# design 1

File: config.mk
export PLATFORM = sky130hd
export DESIGN_NAME = fpu_fma_special
export DESIGN_NICKNAME = d
export VERILOG_FILES = /design/src/rtl/fpu_fma_special.sv
export SDC_FILE = /design/constraint.sdc
export NUM_CORES = 1
export LEC_CHECK = 0
export CORE_MARGIN = 4
export CORE_UTILIZATION = 38
export CTS_CLUSTER_DIAMETER = 200
export CTS_CLUSTER_SIZE = 10
export DETAILED_ROUTE_END_ITERATION = 8
export PLACE_DENSITY_LB_ADDON = 0.25
export SYNTH_ARGS = -nofsm -noshare
export SYNTH_HDL_FRONTEND = slang
export SYNTH_SLANG_ARGS = --single-unit
File: constraint.sdc
create_clock -name clk -period 3.74 [get_ports clk]
set_clock_uncertainty 0.15 [all_clocks]
set_input_delay 0.561 -clock clk [delete_from_list [all_inputs] [get_ports clk]]
set_output_delay 0.561 -clock clk [all_outputs]
set_load 0.005 [all_outputs]
File: src/rtl/fpu_fma_special.sv
// fpu_fma_special
//   Special-case resolver that runs alongside the main FMA datapath. It
//   classifies an operand set (X*Y +/- Z), decides whether the IEEE-754
//   single result is fully determined by operand classes (NaN, infinity,
//   exact zero) and, if so, produces that result and the invalid flag.
//   Two-stage valid/ready pipeline with flush.
//
// Ports
//   clk, rst                 clock, synchronous active-high reset
//   in_valid / in_ready      operand-set handshake (in_ready has no path from in_valid)
//   op[1:0]                  00 FMADD, 01 FMSUB, 10 FNMSUB, 11 FNMADD
//   rm[2:0]                  RISC-V rounding mode (010 = RDN)
//   {x,y,z}s, *_zero, *_inf, *_nan, *_snan   operand sign and class flags
//   flush                    drop every in-flight entry
//   out_valid / out_ready    result handshake
//   special                  result fully determined here
//   result[31:0]             special result (0 when special=0)
//   flag_nv                  invalid-operation exception
module fpu_fma_special (
  input  logic        clk,
  input  logic        rst,
  input  logic        in_valid,
  output logic        in_ready,
  input  logic [1:0]  op,
  input  logic [2:0]  rm,
  input  logic        xs,
  input  logic        x_zero,
  input  logic        x_inf,
  input  logic        x_nan,
  input  logic        x_snan,
  input  logic        ys,
  input  logic        y_zero,
  input  logic        y_inf,
  input  logic        y_nan,
  input  logic        y_snan,
  input  logic        zs,
  input  logic        z_zero,
  input  logic        z_inf,
  input  logic        z_nan,
  input  logic        z_snan,
  input  logic        flush,
  output logic        out_valid,
  input  logic        out_ready,
  output logic        special,
  output logic [31:0] result,
  output logic        flag_nv
);

  localparam logic [31:0] QNAN = 32'h7FC0_0000;

  // Resolved priority case carried from stage 1 to stage 2.
  typedef enum logic [2:0] {
    CASE_NONE,
    CASE_NAN_NV,   // canonical NaN, invalid raised
    CASE_NAN_Q,    // canonical NaN from quiet NaN input, no flag
    CASE_PINF,     // product infinity
    CASE_ZINF,     // addend infinity
    CASE_ZERO      // exact zero result
  } case_e;

  // Handshake
  logic s1_valid_q, out_valid_q;
  logic adv1, adv2, accept;

  // Stage 1 next-state / registers
  case_e case_d, case_q;
  logic  ps_d, za_d, zsgn_d;
  logic  ps_q, za_q, zsgn_q;

  // Stage 2 next-state / registers
  logic        special_d, special_q;
  logic [31:0] result_d, result_q;
  logic        nv_d, nv_q;

  assign adv2     = !out_valid_q | out_ready;
  assign adv1     = !s1_valid_q | adv2;
  assign in_ready = adv1 & !rst;
  assign accept   = in_valid & in_ready;

  // Stage 1: classify in strict priority order.
  always_comb begin
    logic prod_inf, prod_zero, any_nan, any_snan;
    ps_d      = xs ^ ys ^ op[1];
    za_d      = zs ^ op[0];
    // Exact zero with opposite signs takes -0 only under round-down.
    zsgn_d    = (ps_d == za_d) ? ps_d : (rm == 3'b010);
    prod_inf  = x_inf | y_inf;
    prod_zero = x_zero | y_zero;
    any_snan  = x_snan | y_snan | z_snan;
    any_nan   = x_nan | y_nan | z_nan | any_snan;
    case_d    = CASE_NONE;
    if ((x_inf & y_zero) | (x_zero & y_inf))
      case_d = CASE_NAN_NV;
    else if (any_nan)
      case_d = any_snan ? CASE_NAN_NV : CASE_NAN_Q;
    else if (prod_inf & z_inf & (ps_d != za_d))
      case_d = CASE_NAN_NV;
    else if (prod_inf)
      case_d = CASE_PINF;
    else if (z_inf)
      case_d = CASE_ZINF;
    else if (prod_zero & z_zero)
      case_d = CASE_ZERO;
  end

  // Stage 2: form the result word from the registered case.
  always_comb begin
    special_d = 1'b1;
    result_d  = '0;
    nv_d      = 1'b0;
    unique case (case_q)
      CASE_NAN_NV: begin result_d = QNAN; nv_d = 1'b1; end
      CASE_NAN_Q:  result_d = QNAN;
      CASE_PINF:   result_d = {ps_q, 8'hFF, 23'h0};
      CASE_ZINF:   result_d = {za_q, 8'hFF, 23'h0};
      CASE_ZERO:   result_d = {zsgn_q, 31'h0};
      default:     special_d = 1'b0;
    endcase
  end

  // Control and output registers.
  always_ff @(posedge clk) begin
    if (rst) begin
      s1_valid_q  <= 1'b0;
      out_valid_q <= 1'b0;
      special_q   <= 1'b0;
      result_q    <= '0;
      nv_q        <= 1'b0;
    end else if (flush) begin
      s1_valid_q  <= 1'b0;
      out_valid_q <= 1'b0;
    end else begin
      if (adv1) s1_valid_q <= accept;
      if (adv2) begin
        out_valid_q <= s1_valid_q;
        if (s1_valid_q) begin
          special_q <= special_d;
          result_q  <= result_d;
          nv_q      <= nv_d;
        end
      end
    end
  end

  // Stage 1 payload needs no reset: it is qualified by s1_valid_q.
  always_ff @(posedge clk) begin
    if (adv1 && accept) begin
      case_q <= case_d;
      ps_q   <= ps_d;
      za_q   <= za_d;
      zsgn_q <= zsgn_d;
    end
  end

  assign out_valid = out_valid_q;
  assign special   = special_q;
  assign result    = result_q;
  assign flag_nv   = nv_q;

endmodule

# design 2

==> src/rtl/adder_pkg.sv <==
// Shared types and constants for the nibble-serial adder.
package adder_pkg;

  localparam int unsigned NIBBLE_W = 4;

  typedef enum logic [1:0] {
    IDLE,
    RUN,
    DONE
  } state_e;

endpackage

==> src/rtl/nibble_add4.sv <==
// Purely combinational 4-bit adder slice with carry in and carry out.
module nibble_add4 (
  input  logic [3:0] a,
  input  logic [3:0] b,
  input  logic       cin,
  output logic [3:0] s,
  output logic       cout
);

  logic [4:0] total;

  always_comb begin
    total = {1'b0, a} + {1'b0, b} + {4'b0000, cin};
    s     = total[3:0];
    cout  = total[4];
  end

endmodule

==> src/rtl/nibble_serial_add_ctrl.sv <==
// Add/subtract controller that reuses one 4-bit adder, one nibble per cycle,
// with a valid/ready request side and a valid/ready result side.
module nibble_serial_add_ctrl
  import adder_pkg::*;
#(
  parameter int unsigned WIDTH = 32
) (
  input  logic             clk,
  input  logic             rst,
  input  logic             in_valid,
  output logic             in_ready,
  input  logic [WIDTH-1:0] a,
  input  logic [WIDTH-1:0] b,
  input  logic             sub,
  output logic             out_valid,
  input  logic             out_ready,
  output logic [WIDTH-1:0] sum,
  output logic             cout,
  output logic             overflow,
  output logic             busy
);

  localparam int unsigned NIBBLES = WIDTH / NIBBLE_W;
  localparam int unsigned CNT_W   = $clog2(NIBBLES + 1);
  localparam logic [CNT_W-1:0] LAST = CNT_W'(NIBBLES - 1);

  state_e           state_q, state_d;
  logic [CNT_W-1:0] cnt_q, cnt_d;
  logic             carry_q, carry_d;
  logic [WIDTH-1:0] a_q, a_d;
  logic [WIDTH-1:0] b_q, b_d;
  logic [WIDTH-1:0] sum_q, sum_d;
  logic             cout_q, cout_d;
  logic             ovf_q, ovf_d;

  logic [CNT_W-1:0]    idx;
  logic [WIDTH-1:0]    a_sh, b_sh;
  logic [NIBBLE_W-1:0] nib_a, nib_b, nib_s;
  logic                nib_c;

  // Counter sits at NIBBLES in DONE; clamp so the select never leaves the word.
  always_comb begin
    idx   = (cnt_q > LAST) ? LAST : cnt_q;
    a_sh  = a_q >> {idx, 2'b00};
    b_sh  = b_q >> {idx, 2'b00};
    nib_a = a_sh[NIBBLE_W-1:0];
    nib_b = b_sh[NIBBLE_W-1:0];
  end

  nibble_add4 u_add (
    .a    (nib_a),
    .b    (nib_b),
    .cin  (carry_q),
    .s    (nib_s),
    .cout (nib_c)
  );

  always_comb begin
    state_d = state_q;
    cnt_d   = cnt_q;
    carry_d = carry_q;
    a_d     = a_q;
    b_d     = b_q;
    sum_d   = sum_q;
    cout_d  = cout_q;
    ovf_d   = ovf_q;
    case (state_q)
      IDLE: begin
        if (in_valid) begin
          a_d     = a;
          b_d     = b ^ {WIDTH{sub}};
          carry_d = sub;
          cnt_d   = '0;
          state_d = RUN;
        end
      end
      RUN: begin
        carry_d = nib_c;
        sum_d   = (sum_q & ~(WIDTH'(4'hF) << {idx, 2'b00})) | (WIDTH'(nib_s) << {idx, 2'b00});
        cnt_d   = cnt_q + CNT_W'(1);
        if (cnt_q == LAST) begin
          state_d = DONE;
          cout_d  = nib_c;
          ovf_d   = (nib_a[3] == nib_b[3]) && (nib_s[3] != nib_a[3]);
        end
      end
      DONE: begin
        if (out_ready) begin
          state_d = IDLE;
        end
      end
      default: state_d = IDLE;
    endcase
  end

  always_ff @(posedge clk) begin
    if (rst) begin
      state_q <= IDLE;
      cnt_q   <= '0;
      carry_q <= 1'b0;
      a_q     <= '0;
      b_q     <= '0;
      sum_q   <= '0;
      cout_q  <= 1'b0;
      ovf_q   <= 1'b0;
    end else begin
      state_q <= state_d;
      cnt_q   <= cnt_d;
      carry_q <= carry_d;
      a_q     <= a_d;
      b_q     <= b_d;
      sum_q   <= sum_d;
      cout_q  <= cout_d;
      ovf_q   <= ovf_d;
    end
  end

  assign in_ready  = (state_q == IDLE);
  assign out_valid = (state_q == DONE);
  assign busy      = (state_q != IDLE);
  assign sum       = sum_q;
  assign cout      = cout_q;
  assign overflow  = ovf_q;

endmodule

==> config.mk <==
export PLATFORM = sky130hd
export DESIGN_NAME = nibble_serial_add_ctrl
export DESIGN_NICKNAME = d
export VERILOG_FILES = /design/src/rtl/adder_pkg.sv /design/src/rtl/nibble_add4.sv /design/src/rtl/nibble_serial_add_ctrl.sv
export SDC_FILE = /design/constraint.sdc
export NUM_CORES = 1
export LEC_CHECK = 0
export ABC_AREA = 1
export CORE_ASPECT_RATIO = 1.75
export CORE_MARGIN = 5
export CORE_UTILIZATION = 45
export CTS_BUF_LIST = sky130_fd_sc_hd__clkbuf_4 sky130_fd_sc_hd__clkbuf_8 sky130_fd_sc_hd__clkbuf_16
export DETAILED_ROUTE_END_ITERATION = 7
export PLACE_DENSITY = 0.76
export SYNTH_ARGS = -nofsm -noshare
export SYNTH_HDL_FRONTEND = slang
export SYNTH_SLANG_ARGS = --single-unit
==> constraint.sdc <==
create_clock -name clk -period 3 [get_ports clk]
set_input_delay 0.6 -clock clk [delete_from_list [all_inputs] [get_ports clk]]
set_output_delay 0.6 -clock clk [all_outputs]
set_load 0.05 [all_outputs]

## Gallery

Cells colored by class.
The bar under the picture is 20 microns long.
panel A
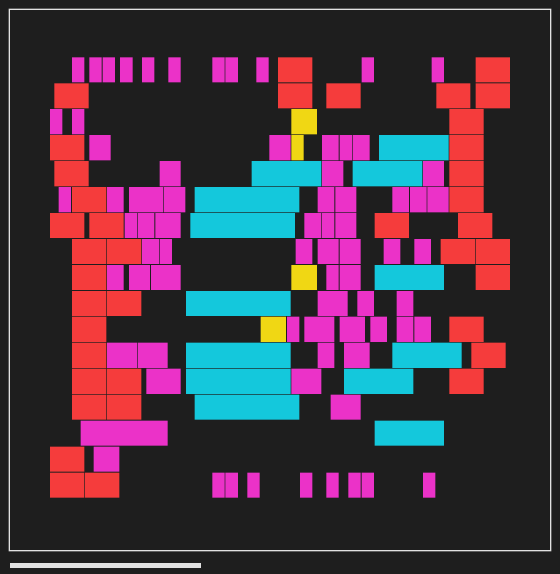
panel B
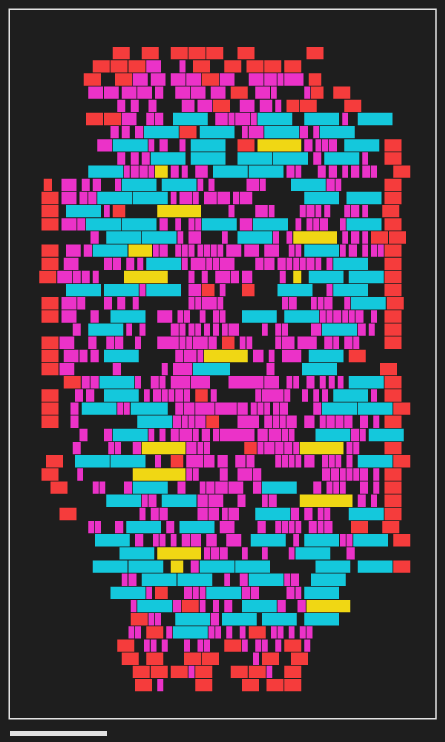
| from | picture |
|---|---|
| design 1 | panel A |
| design 2 | panel B |
Of these, most sequential cells: panel B
Of these, most cells: panel B

**Design 1: clock network drawn from the DEF**

The bar under the picture is 20 microns long.
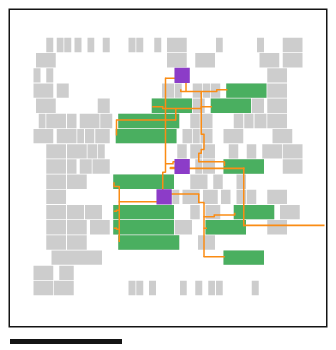
legend:
  flip-flops:
    color: green
    count: 13
  cells driving clock nets:
    color: purple
    count: 3
  clock wires:
    color: orange
    length: 173 microns
routed clock nets: 4

==> out/notes.md, design 1 <==
• 0.3542 — combinational fraction of the cell area
• 2 — number of buffer and inverter stages on the critical path
• 0.6941 — Final GP Congestion
• 1 — number of levels the H-tree was split into
• 0 — n_diodes
• 2.05 ns — worst path arrival time
• 0 — Post-DRT Antenna Nets
• 0.524 — share of power burned in registers
• 0 — hold buffer count at CTS
• 0 — final-report setup violation count
• multi-input combinational cells — cell group occupying the most layout area
• finished, final reports clean — run status
• 13 — number of sequential cells in the layout
• 155 — Net count, final
• 0.4485 nW — reported leakage power
[design 1: state kept, by name (all words and copies together) (netlist names)]
| name | flops |
|---|---|
| case_q | 3 |
| result | 3 |
| flag_nv | 1 |
| out_valid | 1 |
| ps_q | 1 |
| s1_valid_q | 1 |
| special | 1 |
| za_q | 1 |
| zsgn_q | 1 |
[design 1: per-layer routing]
| layer | routed length [microns] | up-vias | track usage | share of wire |
|---|---|---|---|---|
| li1 | - | 361 | - | - |
| met1 | 591 | 314 | 0.1017 | 0.37 |
| met2 | 766 | 43 | 0.1601 | 0.48 |
| met3 | 213 | 2 | 0.03448 | 0.13 |
| met4 | 10 | 0 | 0.05085 | 0.0063 |
| met5 | 0 | - | 0 | 0 |
[design 1: power groups by stage]
stage | sequential, mW | combinational (mW) | clock (mW)
5_1_grt | 0.162 | 0.0694 | 0.0959
3_5_place_dp | 0.164 | 0.0622 | 0
6_report | 0.161 | 0.0624 | 0.0841
2_1_floorplan | 0.163 | 0.0467 | 0
3_3_place_gp | 0.164 | 0.0615 | 0
4_1_cts | 0.161 | 0.0624 | 0.0870
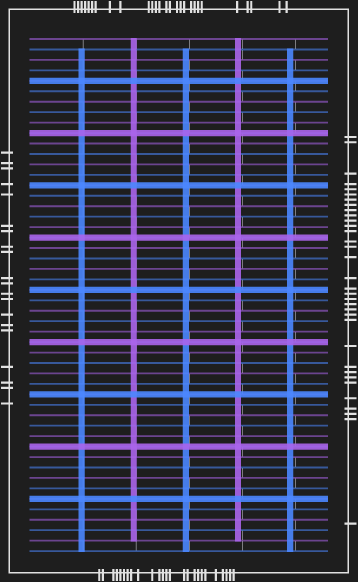
**Above:** design 2 (floorplan with the power grid).
Pins as bars on the die edge. Tap cells in gray.
legend:
  VDD:
    color: purple
  VSS:
    color: blue
met4 straps: 5
signal pins: 106
tap cells: 127
met1 rails: 50

==> out/notes.md, design 2 <==
• finished, final reports clean — run status
• 0 — number of max-cap violations
• sky130_fd_sc_hd__dfxtp_1 — top cell type by total area after synthesis
• 0 — Post-synth mux share
• 3 — number of levels the H-tree was split into
• 0.004776 sq mm — Chip Area, Yosys
• 0.2023 — Compound-Gate Fraction of Synth Area
• sky130_fd_sc_hd__clkdlybuf4s50_1 — most frequent logic cell in the layout
• 0 — antenna violations before repair
• 20320 microns — wire length of the first global-routing pass
• 637 — post-synthesis cell count
• 2 — Clock Tree Buf Depth
• 805 — Net count, final
• 0.06 ns — clock transition at the register clock pins on the worst setup and hold paths after CTS
• 0.005906 sq mm — instance area after placement
• 3.28 ns — data required time at the worst endpoint
• 0.01886 — share of synthesized cell area in full adder, half adder and majority cells
• 0.9339 — ratio of final minimum period to clock period
• 8 — maximum fanout encountered on the critical timing path
• 0.2002 — gr usage total
• flip-flop — critical path launch point type
• 0 — Post-DRT Antenna Nets
• 49 — placement row count
• 0.35 ns — insertion delay of the later-clocked pin in the worst-skew pair
==> design 2: layout make-up <==
cell class                 instances  area, sq um
timing repair buffer             117         1136
tap                              127        158.9
fill                             924         4109
clock buffer                      12        254.0
multi-input combinational        430         2282
clock inverter                     3        65.06
inverter                          67        251.5
sequential                       105         2105
==> design 2: metal layers <==
metal / vias to the layer above / wire, microns / global-route usage
met5: - / 0 / 0
met2: 144 / 6625 / 0.3576
li1: 2256 / - / -
met3: 32 / 712 / 0.04115
met4: 0 / 413 / 0.08909
met1: 2033 / 4809 / 0.2207
==> design 2: where the power goes <==
group | switching, mW | leakage [nW] | internal [mW]
clock network | 0.488 | 0.159 | 0.766
logic | 0.410 | 1.47 | 0.268
registers | 0.0499 | 0.863 | 1.49
total | 0.948 | 2.49 | 2.52
==> design 2: critical path: cells and delay by family (launching register included) <==
kind                       cells  cell delay, ns
and+or+nand+nor                4            0.66
adders and majority gates      2            0.84
buffers and inverters          2            0.30
AOI/OAI and AO/OA              3            0.37
DFF                            1            0.39
xor gates and xnor gates       1            0.18
==> design 2: sequential cells by signal (all words and copies together), names as in the netlist <==
signal	cells
a_q	32
state_q	2
cout	1
sum	32
carry_q	1
overflow	1
cnt_q	4
b_q	32

# design 3

**Design 3: logic cells by family**

The bar under the picture is 50 microns long.
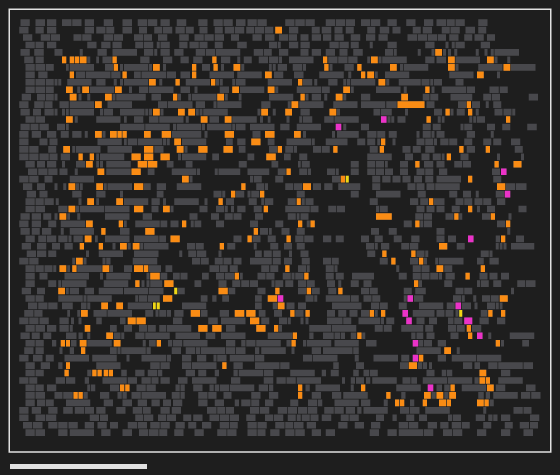

--- config.mk ---
export PLATFORM = sky130hd
export DESIGN_NAME = inv_round_shift_mix
export DESIGN_NICKNAME = d
export VERILOG_FILES = /design/src/rtl/inv_round_shift_mix.sv
export SDC_FILE = /design/constraint.sdc
export NUM_CORES = 1
export LEC_CHECK = 0
export CORE_AREA = 3 3 194 158
export DETAILED_ROUTE_END_ITERATION = 16
export DIE_AREA = 0 0 197 161
export MAX_ROUTING_LAYER = met4
export PLACE_DENSITY_LB_ADDON = 0.2
export SYNTH_ARGS = -nofsm -noshare
export SYNTH_HDL_FRONTEND = slang
export SYNTH_SLANG_ARGS = --single-unit
export TNS_END_PERCENT = 50
--- constraint.sdc ---
create_clock -name clk -period 8.27 [get_ports clk]
set_clock_uncertainty 0.2 [all_clocks]
set_input_delay 0.827 -clock clk [delete_from_list [all_inputs] [get_ports clk]]
set_output_delay 0.827 -clock clk [all_outputs]
set_load 0.005 [all_outputs]
--- src/rtl/inv_round_shift_mix.sv ---
`default_nettype none
// ============================================================================
//  Module   : inv_round_shift_mix
//  Purpose  : AES inverse-round datapath stage. Computes
//             out = InvShiftRows(InvMixColumns(in_data ^ in_key)).
//             InvMixColumns can be bypassed for the last inverse round.
//             By default InvMixColumns runs one 32-bit column per cycle,
//             so the MIX state lasts four cycles.
//  Macro    : INV_ROUND_PARALLEL_MIX_EN - all four columns are mixed in
//             a single MIX cycle. Results are bit-identical.
//  Ports    : clk, rst_n        - clock, asynchronous active-low reset
//             in_valid/in_ready - input handshake (in_data, in_key,
//                                 in_skip_mix are sampled at the accept)
//             out_valid/out_ready - output handshake, out_data result
//  Revision : 1.0 - initial release
// ============================================================================
module inv_round_shift_mix (
    input  logic         clk,
    input  logic         rst_n,
    input  logic         in_valid,
    output logic         in_ready,
    input  logic [127:0] in_data,
    input  logic [127:0] in_key,
    input  logic         in_skip_mix,
    output logic         out_valid,
    input  logic         out_ready,
    output logic [127:0] out_data
);

    localparam logic [1:0] S_IDLE = 2'd0;
    localparam logic [1:0] S_MIX  = 2'd1;
    localparam logic [1:0] S_OUT  = 2'd2;

    logic [1:0]   r_state;
    logic [127:0] r_work;
    logic         r_skip;

    // GF(2^8) doubling, reduction polynomial 0x11B.
    function automatic logic [7:0] xtime(input logic [7:0] b);
        return {b[6:0], 1'b0} ^ (b[7] ? 8'h1b : 8'h00);
    endfunction

    // Returns {09*b, 0b*b, 0d*b, 0e*b}.
    function automatic logic [31:0] gmul(input logic [7:0] b);
        logic [7:0] x2, x4, x8;
        x2 = xtime(b);
        x4 = xtime(x2);
        x8 = xtime(x4);
        return {x8 ^ b, x8 ^ x2 ^ b, x8 ^ x4 ^ b, x8 ^ x4 ^ x2};
    endfunction

    // InvMixColumns of one column; row 0 is the most significant byte.
    function automatic logic [31:0] inv_mix_col(input logic [31:0] c);
        logic [31:0] m0, m1, m2, m3;
        m0 = gmul(c[31:24]);
        m1 = gmul(c[23:16]);
        m2 = gmul(c[15:8]);
        m3 = gmul(c[7:0]);
        return {m0[7:0]   ^ m1[23:16] ^ m2[15:8]  ^ m3[31:24],
                m0[31:24] ^ m1[7:0]   ^ m2[23:16] ^ m3[15:8],
                m0[15:8]  ^ m1[31:24] ^ m2[7:0]   ^ m3[23:16],
                m0[23:16] ^ m1[15:8]  ^ m2[31:24] ^ m3[7:0]};
    endfunction

`ifdef INV_ROUND_PARALLEL_MIX_EN
    logic [127:0] w_mixed_all;

    for (genvar gi = 0; gi < 4; gi++) begin : g_par_mix
        assign w_mixed_all[127-32*gi -: 32] = inv_mix_col(r_work[127-32*gi -: 32]);
    end
`else
    logic [1:0]  r_col;
    logic [31:0] w_cur_col;
    logic [31:0] w_mixed_col;

    always_comb begin
        w_cur_col = r_work[127:96];
        case (r_col)
            2'd0:    w_cur_col = r_work[127:96];
            2'd1:    w_cur_col = r_work[95:64];
            2'd2:    w_cur_col = r_work[63:32];
            default: w_cur_col = r_work[31:0];
        endcase
    end

    assign w_mixed_col = inv_mix_col(w_cur_col);
`endif

    always_ff @(posedge clk or negedge rst_n) begin
        if (!rst_n) begin
            r_state <= S_IDLE;
            r_work  <= '0;
            r_skip  <= 1'b0;
`ifndef INV_ROUND_PARALLEL_MIX_EN
            r_col   <= 2'd0;
`endif
        end else begin
            case (r_state)
                S_IDLE: begin
                    if (in_valid) begin
                        r_work  <= in_data ^ in_key;
                        r_skip  <= in_skip_mix;
`ifndef INV_ROUND_PARALLEL_MIX_EN
                        r_col   <= 2'd0;
`endif
                        r_state <= in_skip_mix ? S_OUT : S_MIX;
                    end
                end
                S_MIX: begin
                    // MIX is only entered with skip clear; the guard keeps
                    // the work register untouched should that ever change.
`ifdef INV_ROUND_PARALLEL_MIX_EN
                    if (!r_skip) begin
                        r_work <= w_mixed_all;
                    end
                    r_state <= S_OUT;
`else
                    if (!r_skip) begin
                        case (r_col)
                            2'd0:    r_work[127:96] <= w_mixed_col;
                            2'd1:    r_work[95:64]  <= w_mixed_col;
                            2'd2:    r_work[63:32]  <= w_mixed_col;
                            default: r_work[31:0]   <= w_mixed_col;
                        endcase
                    end
                    r_col <= r_col + 2'd1;
                    if (r_col == 2'd3) begin
                        r_state <= S_OUT;
                    end
`endif
                end
                S_OUT: begin
                    if (out_ready) begin
                        r_state <= S_IDLE;
                    end
                end
                default: r_state <= S_IDLE;
            endcase
        end
    end

    assign in_ready  = (r_state == S_IDLE);
    assign out_valid = (r_state == S_OUT);

    // InvShiftRows: output column c, row r takes input column (c - r) mod 4.
    for (genvar gc = 0; gc < 4; gc++) begin : g_isr_col
        for (genvar gr = 0; gr < 4; gr++) begin : g_isr_row
            assign out_data[127-32*gc-8*gr -: 8] =
                r_work[127-32*((gc-gr+4)%4)-8*gr -: 8];
        end
    end

endmodule
`default_nettype wire

# design 4

### src/rtl/fifo_wr_arbiter.sv
// ============================================================================
// fifo_wr_arbiter
//   Round-robin write-side arbiter: serialises ALU (2 bytes) and register-file
//   (1 byte) results into the async FIFO write port, honouring FULL.
//   Optional macro: FIFO_ARB_MSB_FIRST_EN (ALU high byte sent first).
// Revision: 1.0
// ============================================================================
`default_nettype none

module fifo_wr_arbiter #(
  parameter int DATA_WIDTH = 8
) (
  input  logic                    CLK,
  input  logic                    RST,
  input  logic [2*DATA_WIDTH-1:0] ALU_OUT,
  input  logic                    ALU_VLD,
  input  logic [DATA_WIDTH-1:0]   RF_RD_DATA,
  input  logic                    RF_RD_VLD,
  input  logic                    FULL,
  output logic [DATA_WIDTH-1:0]   WR_DATA,
  output logic                    W_INC,
  output logic                    BUSY,
  output logic                    OVERRUN
);

  typedef enum logic [1:0] {
    IDLE      = 2'd0,
    SEND_RF   = 2'd1,
    SEND_ALU0 = 2'd2,
    SEND_ALU1 = 2'd3
  } state_t;

  localparam logic LAST_ALU = 1'b0;
  localparam logic LAST_RF  = 1'b1;

  state_t                  state_q, state_d;
  logic                    last_q, last_d;
  logic [2*DATA_WIDTH-1:0] alu_buf_q, alu_buf_d;
  logic                    alu_pend_q, alu_pend_d;
  logic [DATA_WIDTH-1:0]   rf_buf_q, rf_buf_d;
  logic                    rf_pend_q, rf_pend_d;
  logic                    overrun_q, overrun_d;
  logic [DATA_WIDTH-1:0]   wr_hold_q, wr_hold_d;

  logic                    w_write;
  logic                    w_rf_done;
  logic                    w_alu_done;
  logic [DATA_WIDTH-1:0]   w_alu_byte0;
  logic [DATA_WIDTH-1:0]   w_alu_byte1;

`ifdef FIFO_ARB_MSB_FIRST_EN
  assign w_alu_byte0 = alu_buf_q[2*DATA_WIDTH-1:DATA_WIDTH];
  assign w_alu_byte1 = alu_buf_q[DATA_WIDTH-1:0];
`else
  assign w_alu_byte0 = alu_buf_q[DATA_WIDTH-1:0];
  assign w_alu_byte1 = alu_buf_q[2*DATA_WIDTH-1:DATA_WIDTH];
`endif

  assign w_write    = (state_q != IDLE) & ~FULL;
  assign w_rf_done  = w_write & (state_q == SEND_RF);
  assign w_alu_done = w_write & (state_q == SEND_ALU1);

  assign W_INC   = w_write;
  assign BUSY    = alu_pend_q | rf_pend_q | (state_q != IDLE);
  assign OVERRUN = overrun_q;

  // Capture and overrun: a valid on the final-write edge of its own source
  // reloads the buffer instead of being flagged.
  always_comb begin
    alu_buf_d  = alu_buf_q;
    alu_pend_d = alu_pend_q;
    rf_buf_d   = rf_buf_q;
    rf_pend_d  = rf_pend_q;
    overrun_d  = overrun_q;

    if (w_alu_done) alu_pend_d = 1'b0;
    if (ALU_VLD) begin
      if (!alu_pend_q || w_alu_done) begin
        alu_buf_d  = ALU_OUT;
        alu_pend_d = 1'b1;
      end else begin
        overrun_d = 1'b1;
      end
    end

    if (w_rf_done) rf_pend_d = 1'b0;
    if (RF_RD_VLD) begin
      if (!rf_pend_q || w_rf_done) begin
        rf_buf_d  = RF_RD_DATA;
        rf_pend_d = 1'b1;
      end else begin
        overrun_d = 1'b1;
      end
    end
  end

  always_comb begin
    state_d = state_q;
    unique case (state_q)
      IDLE: begin
        if (rf_pend_q && (!alu_pend_q || (last_q == LAST_ALU))) begin
          state_d = SEND_RF;
        end else if (alu_pend_q) begin
          state_d = SEND_ALU0;
        end
      end
      SEND_RF: begin
        if (w_write) begin
          if (alu_pend_q)     state_d = SEND_ALU0;
          else if (RF_RD_VLD) state_d = SEND_RF;
          else                state_d = IDLE;
        end
      end
      SEND_ALU0: begin
        if (w_write) state_d = SEND_ALU1;
      end
      SEND_ALU1: begin
        if (w_write) begin
          if (rf_pend_q)    state_d = SEND_RF;
          else if (ALU_VLD) state_d = SEND_ALU0;
          else              state_d = IDLE;
        end
      end
      default: state_d = IDLE;
    endcase
  end

  always_comb begin
    last_d = last_q;
    if (state_d == SEND_RF)   last_d = LAST_RF;
    if (state_d == SEND_ALU0) last_d = LAST_ALU;
  end

  // Output byte is held in IDLE so the FIFO data lines do not toggle.
  always_comb begin
    wr_hold_d = wr_hold_q;
    unique case (state_q)
      SEND_RF:   wr_hold_d = rf_buf_q;
      SEND_ALU0: wr_hold_d = w_alu_byte0;
      SEND_ALU1: wr_hold_d = w_alu_byte1;
      default:   wr_hold_d = wr_hold_q;
    endcase
  end

  assign WR_DATA = wr_hold_d;

  always_ff @(posedge CLK or negedge RST) begin
    if (!RST) begin
      state_q    <= IDLE;
      last_q     <= LAST_ALU;
      alu_buf_q  <= '0;
      alu_pend_q <= 1'b0;
      rf_buf_q   <= '0;
      rf_pend_q  <= 1'b0;
      overrun_q  <= 1'b0;
      wr_hold_q  <= '0;
    end else begin
      state_q    <= state_d;
      last_q     <= last_d;
      alu_buf_q  <= alu_buf_d;
      alu_pend_q <= alu_pend_d;
      rf_buf_q   <= rf_buf_d;
      rf_pend_q  <= rf_pend_d;
      overrun_q  <= overrun_d;
      wr_hold_q  <= wr_hold_d;
    end
  end

endmodule

`default_nettype wire

### config.mk
export PLATFORM = sky130hd
export DESIGN_NAME = fifo_wr_arbiter
export DESIGN_NICKNAME = d
export VERILOG_FILES = /design/src/rtl/fifo_wr_arbiter.sv
export SDC_FILE = /design/constraint.sdc
export NUM_CORES = 1
export LEC_CHECK = 0
export CAP_MARGIN = 20
export CELL_PAD_IN_SITES_DETAIL_PLACEMENT = 0
export CELL_PAD_IN_SITES_GLOBAL_PLACEMENT = 1
export CORE_MARGIN = 4
export CORE_UTILIZATION = 40
export DETAILED_ROUTE_END_ITERATION = 7
export PLACE_DENSITY = 0.87
export SLEW_MARGIN = 25
export SYNTH_ARGS = -nofsm -noshare
export SYNTH_HDL_FRONTEND = slang
export SYNTH_SLANG_ARGS = --single-unit
export TNS_END_PERCENT = 30
### constraint.sdc
create_clock -name CLK -period 2.3 [get_ports CLK]
set_clock_uncertainty 0.2 [all_clocks]
set_input_delay 0.46 -clock CLK [delete_from_list [all_inputs] [get_ports CLK]]
set_output_delay 0.46 -clock CLK [all_outputs]
set_load 0.01 [all_outputs]
# design 5

### config.mk
export PLATFORM = sky130hd
export DESIGN_NAME = demux16_1_reg
export DESIGN_NICKNAME = d
export VERILOG_FILES = /design/src/rtl/demux16_1_reg.sv
export SDC_FILE = /design/constraint.sdc
export NUM_CORES = 1
export LEC_CHECK = 0
export CORE_MARGIN = 2
export CORE_UTILIZATION = 41
export DETAILED_ROUTE_END_ITERATION = 12
export GPL_ROUTABILITY_DRIVEN = 0
export PLACE_DENSITY = 0.7
export SYNTH_ARGS = -nofsm -noshare
export SYNTH_HDL_FRONTEND = slang
export SYNTH_SLANG_ARGS = --single-unit
### constraint.sdc
create_clock -name Clock -period 2 [get_ports Clock]
set_input_delay 0.5 -clock Clock [delete_from_list [all_inputs] [get_ports Clock]]
set_output_delay 0.5 -clock Clock [all_outputs]
set_load 0.005 [all_outputs]
### src/rtl/demux16_1_reg.sv
// demux16_1_reg: registered 1-to-16 demultiplexer with addressed writes and
// a counter-driven scan mode that fills Y[S16..15] from consecutive serial bits.
`default_nettype none

module demux16_1_reg #(
  parameter bit CLEAR_ON_START = 1'b0
) (
  input  logic        Clock,
  input  logic        Resetn,
  input  logic        d,
  input  logic [3:0]  S16,
  input  logic        we,
  input  logic        start,
  input  logic        clr,
  output logic [0:15] Y,
  output logic        busy,
  output logic        done
);

  typedef enum logic [0:0] {
    IDLE = 1'b0,
    SCAN = 1'b1
  } state_t;

  state_t      state, state_n;
  logic [3:0]  cnt, cnt_n;
  logic [0:15] y_n;
  logic        busy_n;
  logic        done_n;

  always_ff @(posedge Clock) begin
    if (!Resetn) begin
      state <= IDLE;
      cnt   <= 4'd0;
      Y     <= '0;
      busy  <= 1'b0;
      done  <= 1'b0;
    end else begin
      state <= state_n;
      cnt   <= cnt_n;
      Y     <= y_n;
      busy  <= busy_n;
      done  <= done_n;
    end
  end

  always_comb begin
    state_n = state;
    cnt_n   = cnt;
    y_n     = Y;
    busy_n  = busy;
    done_n  = 1'b0;
    case (state)
      IDLE: begin
        if (clr) begin
          y_n = '0;
        end else if (start) begin
          // The start edge only arms the scan; the first data bit lands next edge.
          state_n = SCAN;
          cnt_n   = S16;
          busy_n  = 1'b1;
          if (CLEAR_ON_START) y_n = '0;
        end else if (we) begin
          y_n[S16] = d;
        end
      end
      SCAN: begin
        if (clr) begin
          y_n     = '0;
          state_n = IDLE;
          busy_n  = 1'b0;
        end else begin
          y_n[cnt] = d;
          // Terminate at the top index instead of wrapping back to 0.
          if (cnt == 4'd15) begin
            state_n = IDLE;
            busy_n  = 1'b0;
            done_n  = 1'b1;
          end else begin
            cnt_n = cnt + 4'd1;
          end
        end
      end
      default: state_n = IDLE;
    endcase
  end

endmodule

`default_nettype wire

# design 6

[src/rtl/fetch_unit.sv]
// Instruction-fetch sequencer: owns the PC, presents it to the instruction
// memory, captures the returned word into a valid/ready output slot, and
// stops fetching after capturing the halt word until execute redirects it.
//
// state  | meaning
// S_RUN  | fetching; a capture happens whenever enabled and the slot is free
// S_HALT | halt word captured; PC frozen, slot drains, waits for a redirect
module fetch_unit #(
    parameter int                ADDR_W    = 5,
    parameter int                DATA_W    = 32,
    parameter logic [ADDR_W-1:0] RESET_PC  = '0,
    parameter logic [DATA_W-1:0] HALT_WORD = 32'hFFFF_FFFF
) (
    input  logic              clk,
    input  logic              rst_n,
    input  logic              en,
    output logic [ADDR_W-1:0] adressIM,
    input  logic [DATA_W-1:0] inst,
    input  logic              redirect_valid,
    input  logic [ADDR_W-1:0] redirect_pc,
    output logic              out_valid,
    input  logic              out_ready,
    output logic [DATA_W-1:0] out_inst,
    output logic [ADDR_W-1:0] out_pc,
    output logic              halted
);

    typedef enum logic {
        S_RUN  = 1'b0,
        S_HALT = 1'b1
    } state_t;

    localparam logic [ADDR_W-1:0] PC_ONE = {{(ADDR_W-1){1'b0}}, 1'b1};

    state_t            state_q, state_d;
    logic [ADDR_W-1:0] pc_q, pc_d;
    logic              valid_q, valid_d;
    logic [DATA_W-1:0] inst_q, inst_d;
    logic [ADDR_W-1:0] opc_q, opc_d;

    logic slot_free;
    logic xfer;
    logic fire;

    // Acceptance by decode frees the slot in the same cycle, so a stalled
    // stream restarts without a bubble the moment out_ready rises.
    assign slot_free = !valid_q || out_ready;
    assign xfer      = valid_q && out_ready;
    assign fire      = en && (state_q == S_RUN) && !redirect_valid && slot_free;

    // Next-state: redirect beats everything (flushes the slot even if it is
    // being accepted), then a new capture, then a plain drain.
    always_comb begin
        state_d = state_q;
        pc_d    = pc_q;
        valid_d = valid_q;
        inst_d  = inst_q;
        opc_d   = opc_q;
        if (redirect_valid) begin
            pc_d    = redirect_pc;
            valid_d = 1'b0;
            state_d = S_RUN;
        end else if (fire) begin
            inst_d  = inst;
            opc_d   = pc_q;
            valid_d = 1'b1;
            pc_d    = pc_q + PC_ONE;
            if (inst == HALT_WORD) begin
                state_d = S_HALT;
            end
        end else if (xfer) begin
            valid_d = 1'b0;
        end
    end

    // State, PC and output slot registers.
    always_ff @(posedge clk or negedge rst_n) begin
        if (!rst_n) begin
            state_q <= S_RUN;
            pc_q    <= RESET_PC;
            valid_q <= 1'b0;
            inst_q  <= '0;
            opc_q   <= '0;
        end else begin
            state_q <= state_d;
            pc_q    <= pc_d;
            valid_q <= valid_d;
            inst_q  <= inst_d;
            opc_q   <= opc_d;
        end
    end

    assign adressIM  = pc_q;
    assign out_valid = valid_q;
    assign out_inst  = inst_q;
    assign out_pc    = opc_q;
    assign halted    = (state_q == S_HALT);

endmodule

[config.mk]
export PLATFORM = sky130hd
export DESIGN_NAME = fetch_unit
export DESIGN_NICKNAME = d
export VERILOG_FILES = /design/src/rtl/fetch_unit.sv
export SDC_FILE = /design/constraint.sdc
export NUM_CORES = 1
export LEC_CHECK = 0
export CORE_AREA = 2 2 73 75
export CTS_BUF_LIST = sky130_fd_sc_hd__clkbuf_2
export DETAILED_ROUTE_END_ITERATION = 10
export DIE_AREA = 0 0 75 77
export PLACE_DENSITY = 0.88
export SYNTH_ARGS = -nofsm -noshare
export SYNTH_HDL_FRONTEND = slang
export SYNTH_SLANG_ARGS = --single-unit
[constraint.sdc]
create_clock -name clk -period 1.55 [get_ports clk]
set_clock_uncertainty 0.1 [all_clocks]
set_input_delay 0.2325 -clock clk [delete_from_list [all_inputs] [get_ports clk]]
set_output_delay 0.2325 -clock clk [all_outputs]
set_load 0.1 [all_outputs]
**Design 3: clock nets**

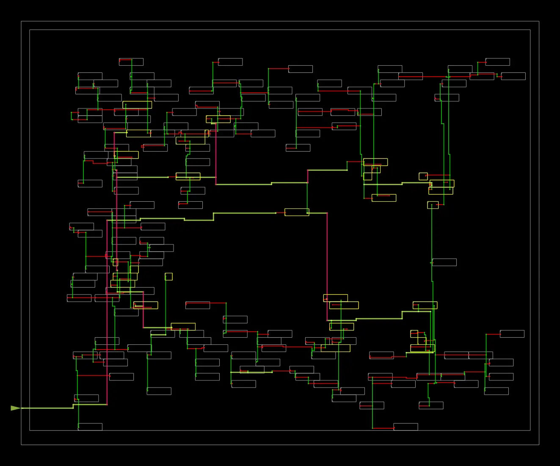
clock buffers created by TritonCTS: 17
# clock sinks: 133
clock tree buffer count of the final layout: 18
insertion delay of the later-clocked pin in the worst-skew pair: 0.44 ns

About 'logic cells by family' of design 3:
legend:
  inverting AOI/OAI gates:
    color: orange
    cells: 244
    most_used: o31ai_1
    where: all over the die
  inverters:
    color: yellow
    cells: 5
    most_used: inv_1
  AND and OR gates:
    color: magenta
    cells: 15
    most_used: and2_1

==> out/notes.md, design 3 <==
• 4.959 ns — shortest clock period the worst path allows after layout
• flip-flop — critical path launch point type
• 5.05 ns — worst path arrival time
• 0.3441 — gr usage total
• 1 — n_diodes
• 0 — final-report setup violation count
• 133 — total of flip-flops plus latches after synthesis
• r_work[90]$_DFFE_PN0P_ — terminus of the critical flop-to-flop path
• 0.03172 sq mm — die area
• 0.2035 — share of cell area taken by flip-flops and latches
• 5160 microns — Detail Route met3 WL
• 41.63% — area grow syn2layout
• 377 — count of inserted tapcells
• 24460 microns — met2 routed WL
• 25 — maximum fanout encountered on the critical timing path
• finished, final reports clean — run status
• sky130_fd_sc_hd__xnor2_1 — most frequently used cell type in the post-synthesis netlist
• 2709 — fill count
==> design 3: cells by family (layout without fill, tap and decap cells) <==
logic type	Yosys count	after routing	share of synthesized area
XOR/XNOR	420	420	0.3360
AND/OR/NAND/NOR	354	354	0.1297
AND-OR/OR-AND	289	289	0.1780
flip-flops	133	133	0.2882
buffers and inverters	127	464	0.04496
multiplexers	21	21	0.01885
adder cells (fa/ha/maj)	4	4	0.004334
other	0	1	0
==> design 3: placed cells by master, fill, tap and decap left out, drive strengths merged, types with 39 or more instances in the layout <==
cell / netlist / routed
xor2: 177 / 177
a21oi: 57 / 57
o31ai: 68 / 68
nor3: 44 / 44
clkdlybuf4s50: 0 / 389
buf: 12 / 39
o21ai: 71 / 71
nor2: 137 / 137
nand2: 123 / 123
dfrtp: 133 / 133
xnor2: 229 / 229
==> design 3: registers in the layout, summed over array words and instances (netlist names) <==
name and count:
r_skip 1, r_work 128, r_state 2, r_col 2
==> design 3: through the flow <==
stage	worst slack, ns
floorplan	4.596
global placement	3.626
detailed placement	3.523
CTS	3.488
global route	3.003
finish	3.311
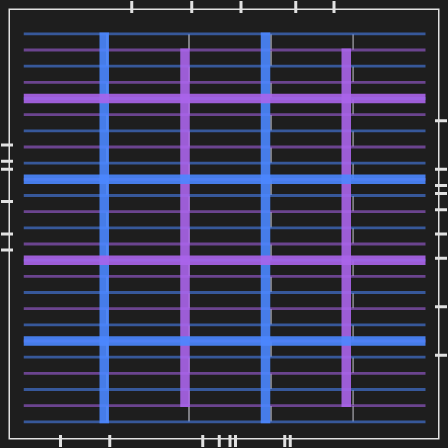
**Above:** design 5 (floorplan with the power grid).
Pins as bars on the die edge. Tap cells in gray.
legend:
  VDD:
    color: purple
  VSS:
    color: blue
signal pins: 28
rows: 24

==> out/notes.md, design 5 <==
• 1.99 ns — worst path arrival time
• 51 — Distinct lib cells used
• -0.04919 ns — Setup WS pre-CTS
• sky130_fd_sc_hd__buf_4, sky130_fd_sc_hd__clkdlybuf4s50_1, sky130_fd_sc_hd__dfxtp_1 — most numerous logic cells after layout
• 0.2521 — share of final-layout standard cells stronger than drive strength 1
• sky130_fd_sc_hd__buf_4 — most prevalent standard cell on the critical path
• 1900 — overall via count from detail_route
• 27.90% — area grow syn2layout
• 0 — number of max-cap violations
• Y[15]$_SDFFE_PN0P_ — capture endpoint of the worst hold path
• AND-OR/OR-AND gates — top comb family, area
• 0.01121 — Post-synth mux share
• 0 — count of endpoints failing hold in the final timing report
• finished, final reports clean — run status
• sky130_fd_sc_hd__buf_4 — most frequent logic cell in the layout
• 225 — violation count after the first detailed-routing iteration
• 0.5739 ns — Worst Tran Pin Value
• 72.02 microns — overall die width
• 0 — yosys warning tally
• clkdlybuf4s50_1 -> buf_4 -> buf_4 -> nor3b_1 -> a22oi_1 -> a221oi_2 — cells along the critical path
• 0.1942 ns — PnR worst setup slack
## design 5: logic make-up (layout without fill, tap and decap cells)
logic type,after synthesis,in the layout
buffers and inverters,28,70
muxes,2,2
DFF,23,23
AOI/OAI and AO/OA,70,70
adders and majority gates,4,4
and+or+nand+nor,73,73
## design 5: area by class of cell
| type | count | area [sq um] |
|---|---|---|
| Tap cell | 52 | 65.06 |
| Multi-Input combinational cell | 149 | 1270 |
| Timing Repair Buffer | 62 | 570.5 |
| Clock buffer | 4 | 45.04 |
| Fill cell | 402 | 1988 |
| Sequential cell | 23 | 460.4 |
| Inverter | 4 | 15.01 |
## design 5: through the flow
step           hold WS (ns)  area, sq um  utilization  instances  setup TNS, ns
2_1_floorplan        0.4544         1897            -        200              0
3_3_place_gp         0.4525         2381       0.5394        290        -0.2649
3_5_place_dp         0.4687         2381       0.5394        290        -0.4790
4_1_cts              0.4911         2426       0.5496        294              0
5_1_grt              0.5243         2426       0.5496        294              0
6_report             0.4907         2426       0.5496        294              0
## design 5: sequential cells by signal, indices dropped and copies added, names as in the netlist
| signal | cells |
|---|---|
| busy | 1 |
| state | 1 |
| cnt | 4 |
| done | 1 |
| Y | 16 |
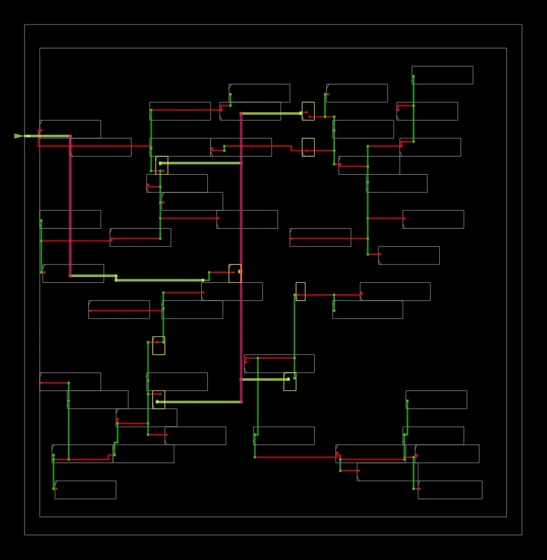
**Above:** design 6 (clock nets).
number of sequential cells in the layout: 44
clock buffers created by TritonCTS: 5
clock tree buffer count of the final layout: 7
# clock sinks: 44

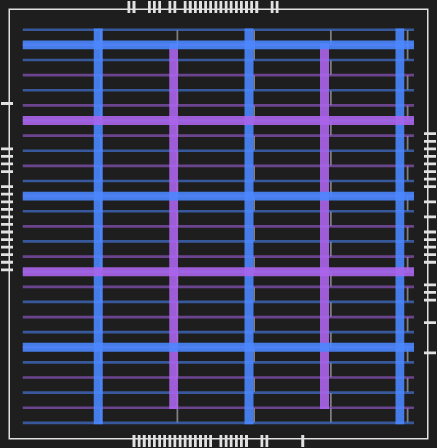
**Above:** design 6 (floorplan with the power grid).
Pins as bars on the die edge. Tap cells in gray.
legend:
  VSS:
    color: blue
  VDD:
    color: purple
signal pins: 86
tap cells: 70

==> out/notes.md, design 6 <==
• finished, violations left — run status
• negative setup slack — failing checks
• 0 — post-synthesis share of cell area spent on xor and xnor gates
• 0 — Residual DRC
• 0.7460 — worst rel slew slack
• 0.004977 sq mm — area of the core
• -4.413 ns — total negative slack
• out_inst[12]$_DFFE_PN0P_ — Critical Path Sink
• 0.4227 — Layout non-clock buf frac
• out_inst[12]$_DFFE_PN0P_ — terminus of the critical flop-to-flop path
• 0.7154 — utilization after layout
• 40 — final-report setup violation count
• 0 — n_diodes
• 1.000 — async set or reset register ratio after synthesis
• 75 microns — overall die width
• 132 — post-synthesis cell count
• 0.01089 — clock-cell share of area
• -0.1422 ns — PnR worst setup slack
[design 6: metal layers]
layer | vias up | share of wire | track usage
li1 | 692 | - | -
met3 | 9 | 0.046 | 0.05650
met4 | 0 | 0.015 | 0.06250
met5 | - | 0 | 0
met1 | 754 | 0.38 | 0.2215
met2 | 46 | 0.56 | 0.3298
[design 6: state kept, by name, summed over array words and instances (netlist names)]
name / cells
out_inst: 32
adressIM: 5
out_pc: 5
halted: 1
out_valid: 1
[design 6: stage by stage]
stage | instance area [sq um]
2_1_floorplan | 1909
3_3_place_gp | 3324
3_5_place_dp | 3324
4_1_cts | 3497
5_1_grt | 3561
6_report | 3561
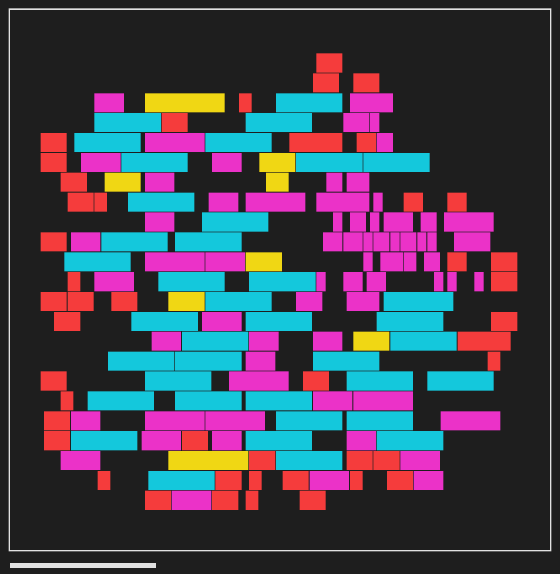
**Above:** design 4 (cells colored by class).
The bar under the picture is 20 microns long.
legend:
  all other logic:
    color: magenta
    cells: 67
    share_of_their_area: 33%
  other buffers and delay cells:
    color: red
    cells: 45
    share_of_their_area: 18%
  clock drivers and dummy loads:
    color: yellow
    cells: 8
    share_of_their_area: 6.1%
  flip-flops:
    color: cyan
    cells: 38
    share_of_their_area: 42%

==> out/notes.md, design 4 <==
• 0 — Post-DRT Antenna Nets
• 4 — maximum fanout encountered on the critical timing path
• 208 — number of cells in the finished layout apart from fillers
• 73.89 microns — chip height
• 5.183 — number of vias per cell after detailed routing
• FULL — launch point of the worst path
• 0.5661 — utilization after layout
• 0.05472 — GR Util met3
• 38 — # clock sinks
• 0 — final-report setup violation count
• 5 — clock buffers created by TritonCTS
• 139 — Synth Net Count
• 2 — number of levels the H-tree was split into
• finished, final reports clean — run status
• 0 — post-synthesis share of cell area spent on xor and xnor gates
• multiplexers — top comb family, area
• 447.4 MHz — top achievable clock speed
==> design 4: routing by layer <==
layer | part of all wire | routed length (microns) | vias up
met2 | 0.51 | 1742 | 32
met1 | 0.43 | 1484 | 544
li1 | - | - | 497
met5 | 0 | 0 | -
met4 | 0.0081 | 28 | 0
met3 | 0.056 | 194 | 5
==> design 4: state kept, by name, indices dropped and copies added, names as in the netlist <==
signal	flops
last_q	1
rf_buf_q	8
wr_hold_q	8
alu_buf_q	16
rf_pend_q	1
OVERRUN	1
state_q	2
alu_pend_q	1
==> design 4: worst max-delay path: cells and delay by family <==
kind / cells / cell delay, ns
and+or+nand+nor: 1 / 0.12
buffers and inverters: 2 / 0.99
==> design 4: worst max-delay path by stage <==
stage                         endpoint  slack, ns
finish                           W_INC       0.07
CTS                         WR_DATA[3]       0.01
global route                     W_INC       0.03
floorplan                   WR_DATA[0]       0.44
global placement    last_q$_DFFE_PN0P_       0.07
detailed placement  last_q$_DFFE_PN0P_       0.02
==> design 4: layout make-up <==
cell class                 count  area [sq um]
timing repair buffer          45         415.4
tap                           50         62.56
inverter                       5         18.77
clock buffer                   5         68.82
sequential                    38         952.2
clock inverter                 3         68.82
multi-input combinational     62         726.9
fill                         328          1773

==> notes/layouts.md <==
Pictures saved along the way, in no particular order.

Clock network drawn from the DEF.
image #1
The bar under the picture is 20 microns long.
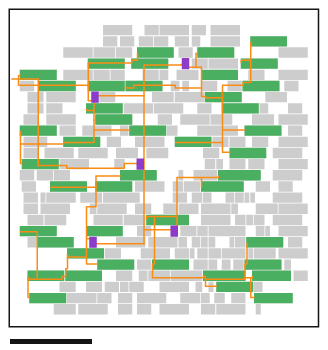
image #2
The bar under the picture is 20 microns long.
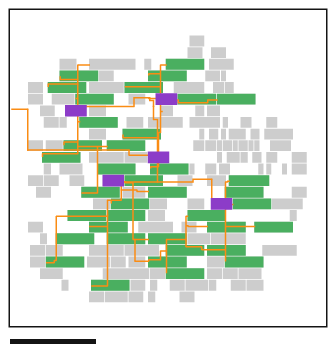
image #3
The bar under the picture is 50 microns long.
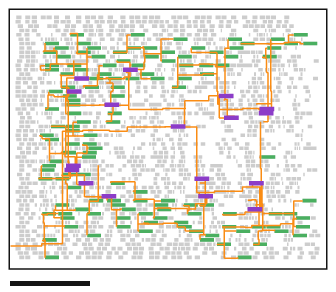
image #4
The bar under the picture is 20 microns long.
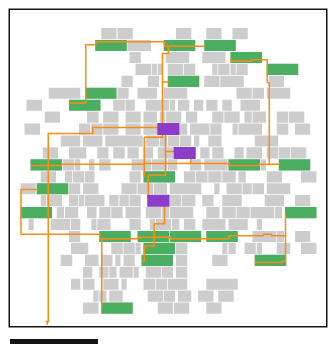
design 6 -> image #1
design 3 -> image #3
design 5 -> image #4
design 4 -> image #2
Of these, largest die: image #3
Of these, most sequential cells: image #3



==> screenshots <==
Clock nets.
Plate I
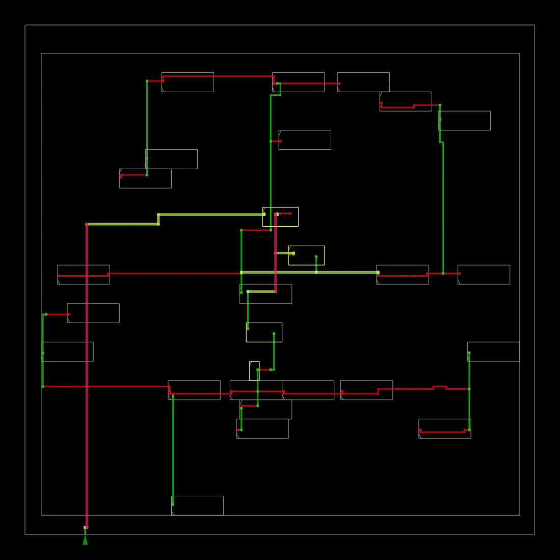
Plate II
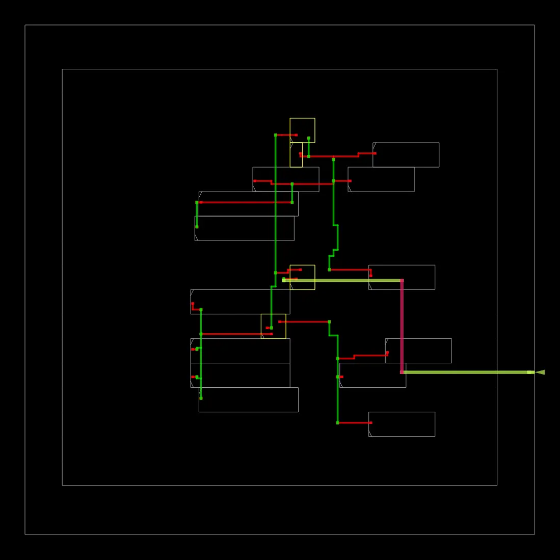
Plate III
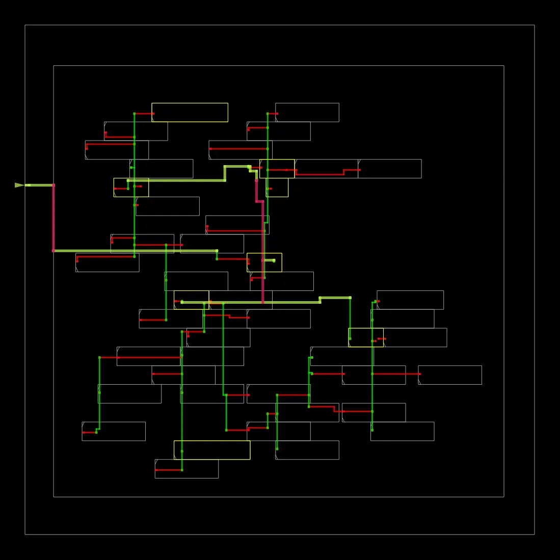
Plate IV
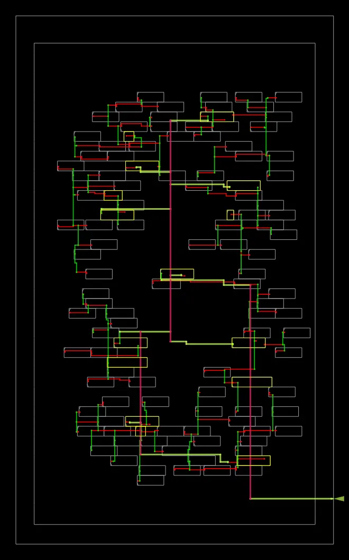
design 1: Plate II
design 4: Plate III
design 5: Plate I
design 2: Plate IV

Power and IR drop assume default switching activity.
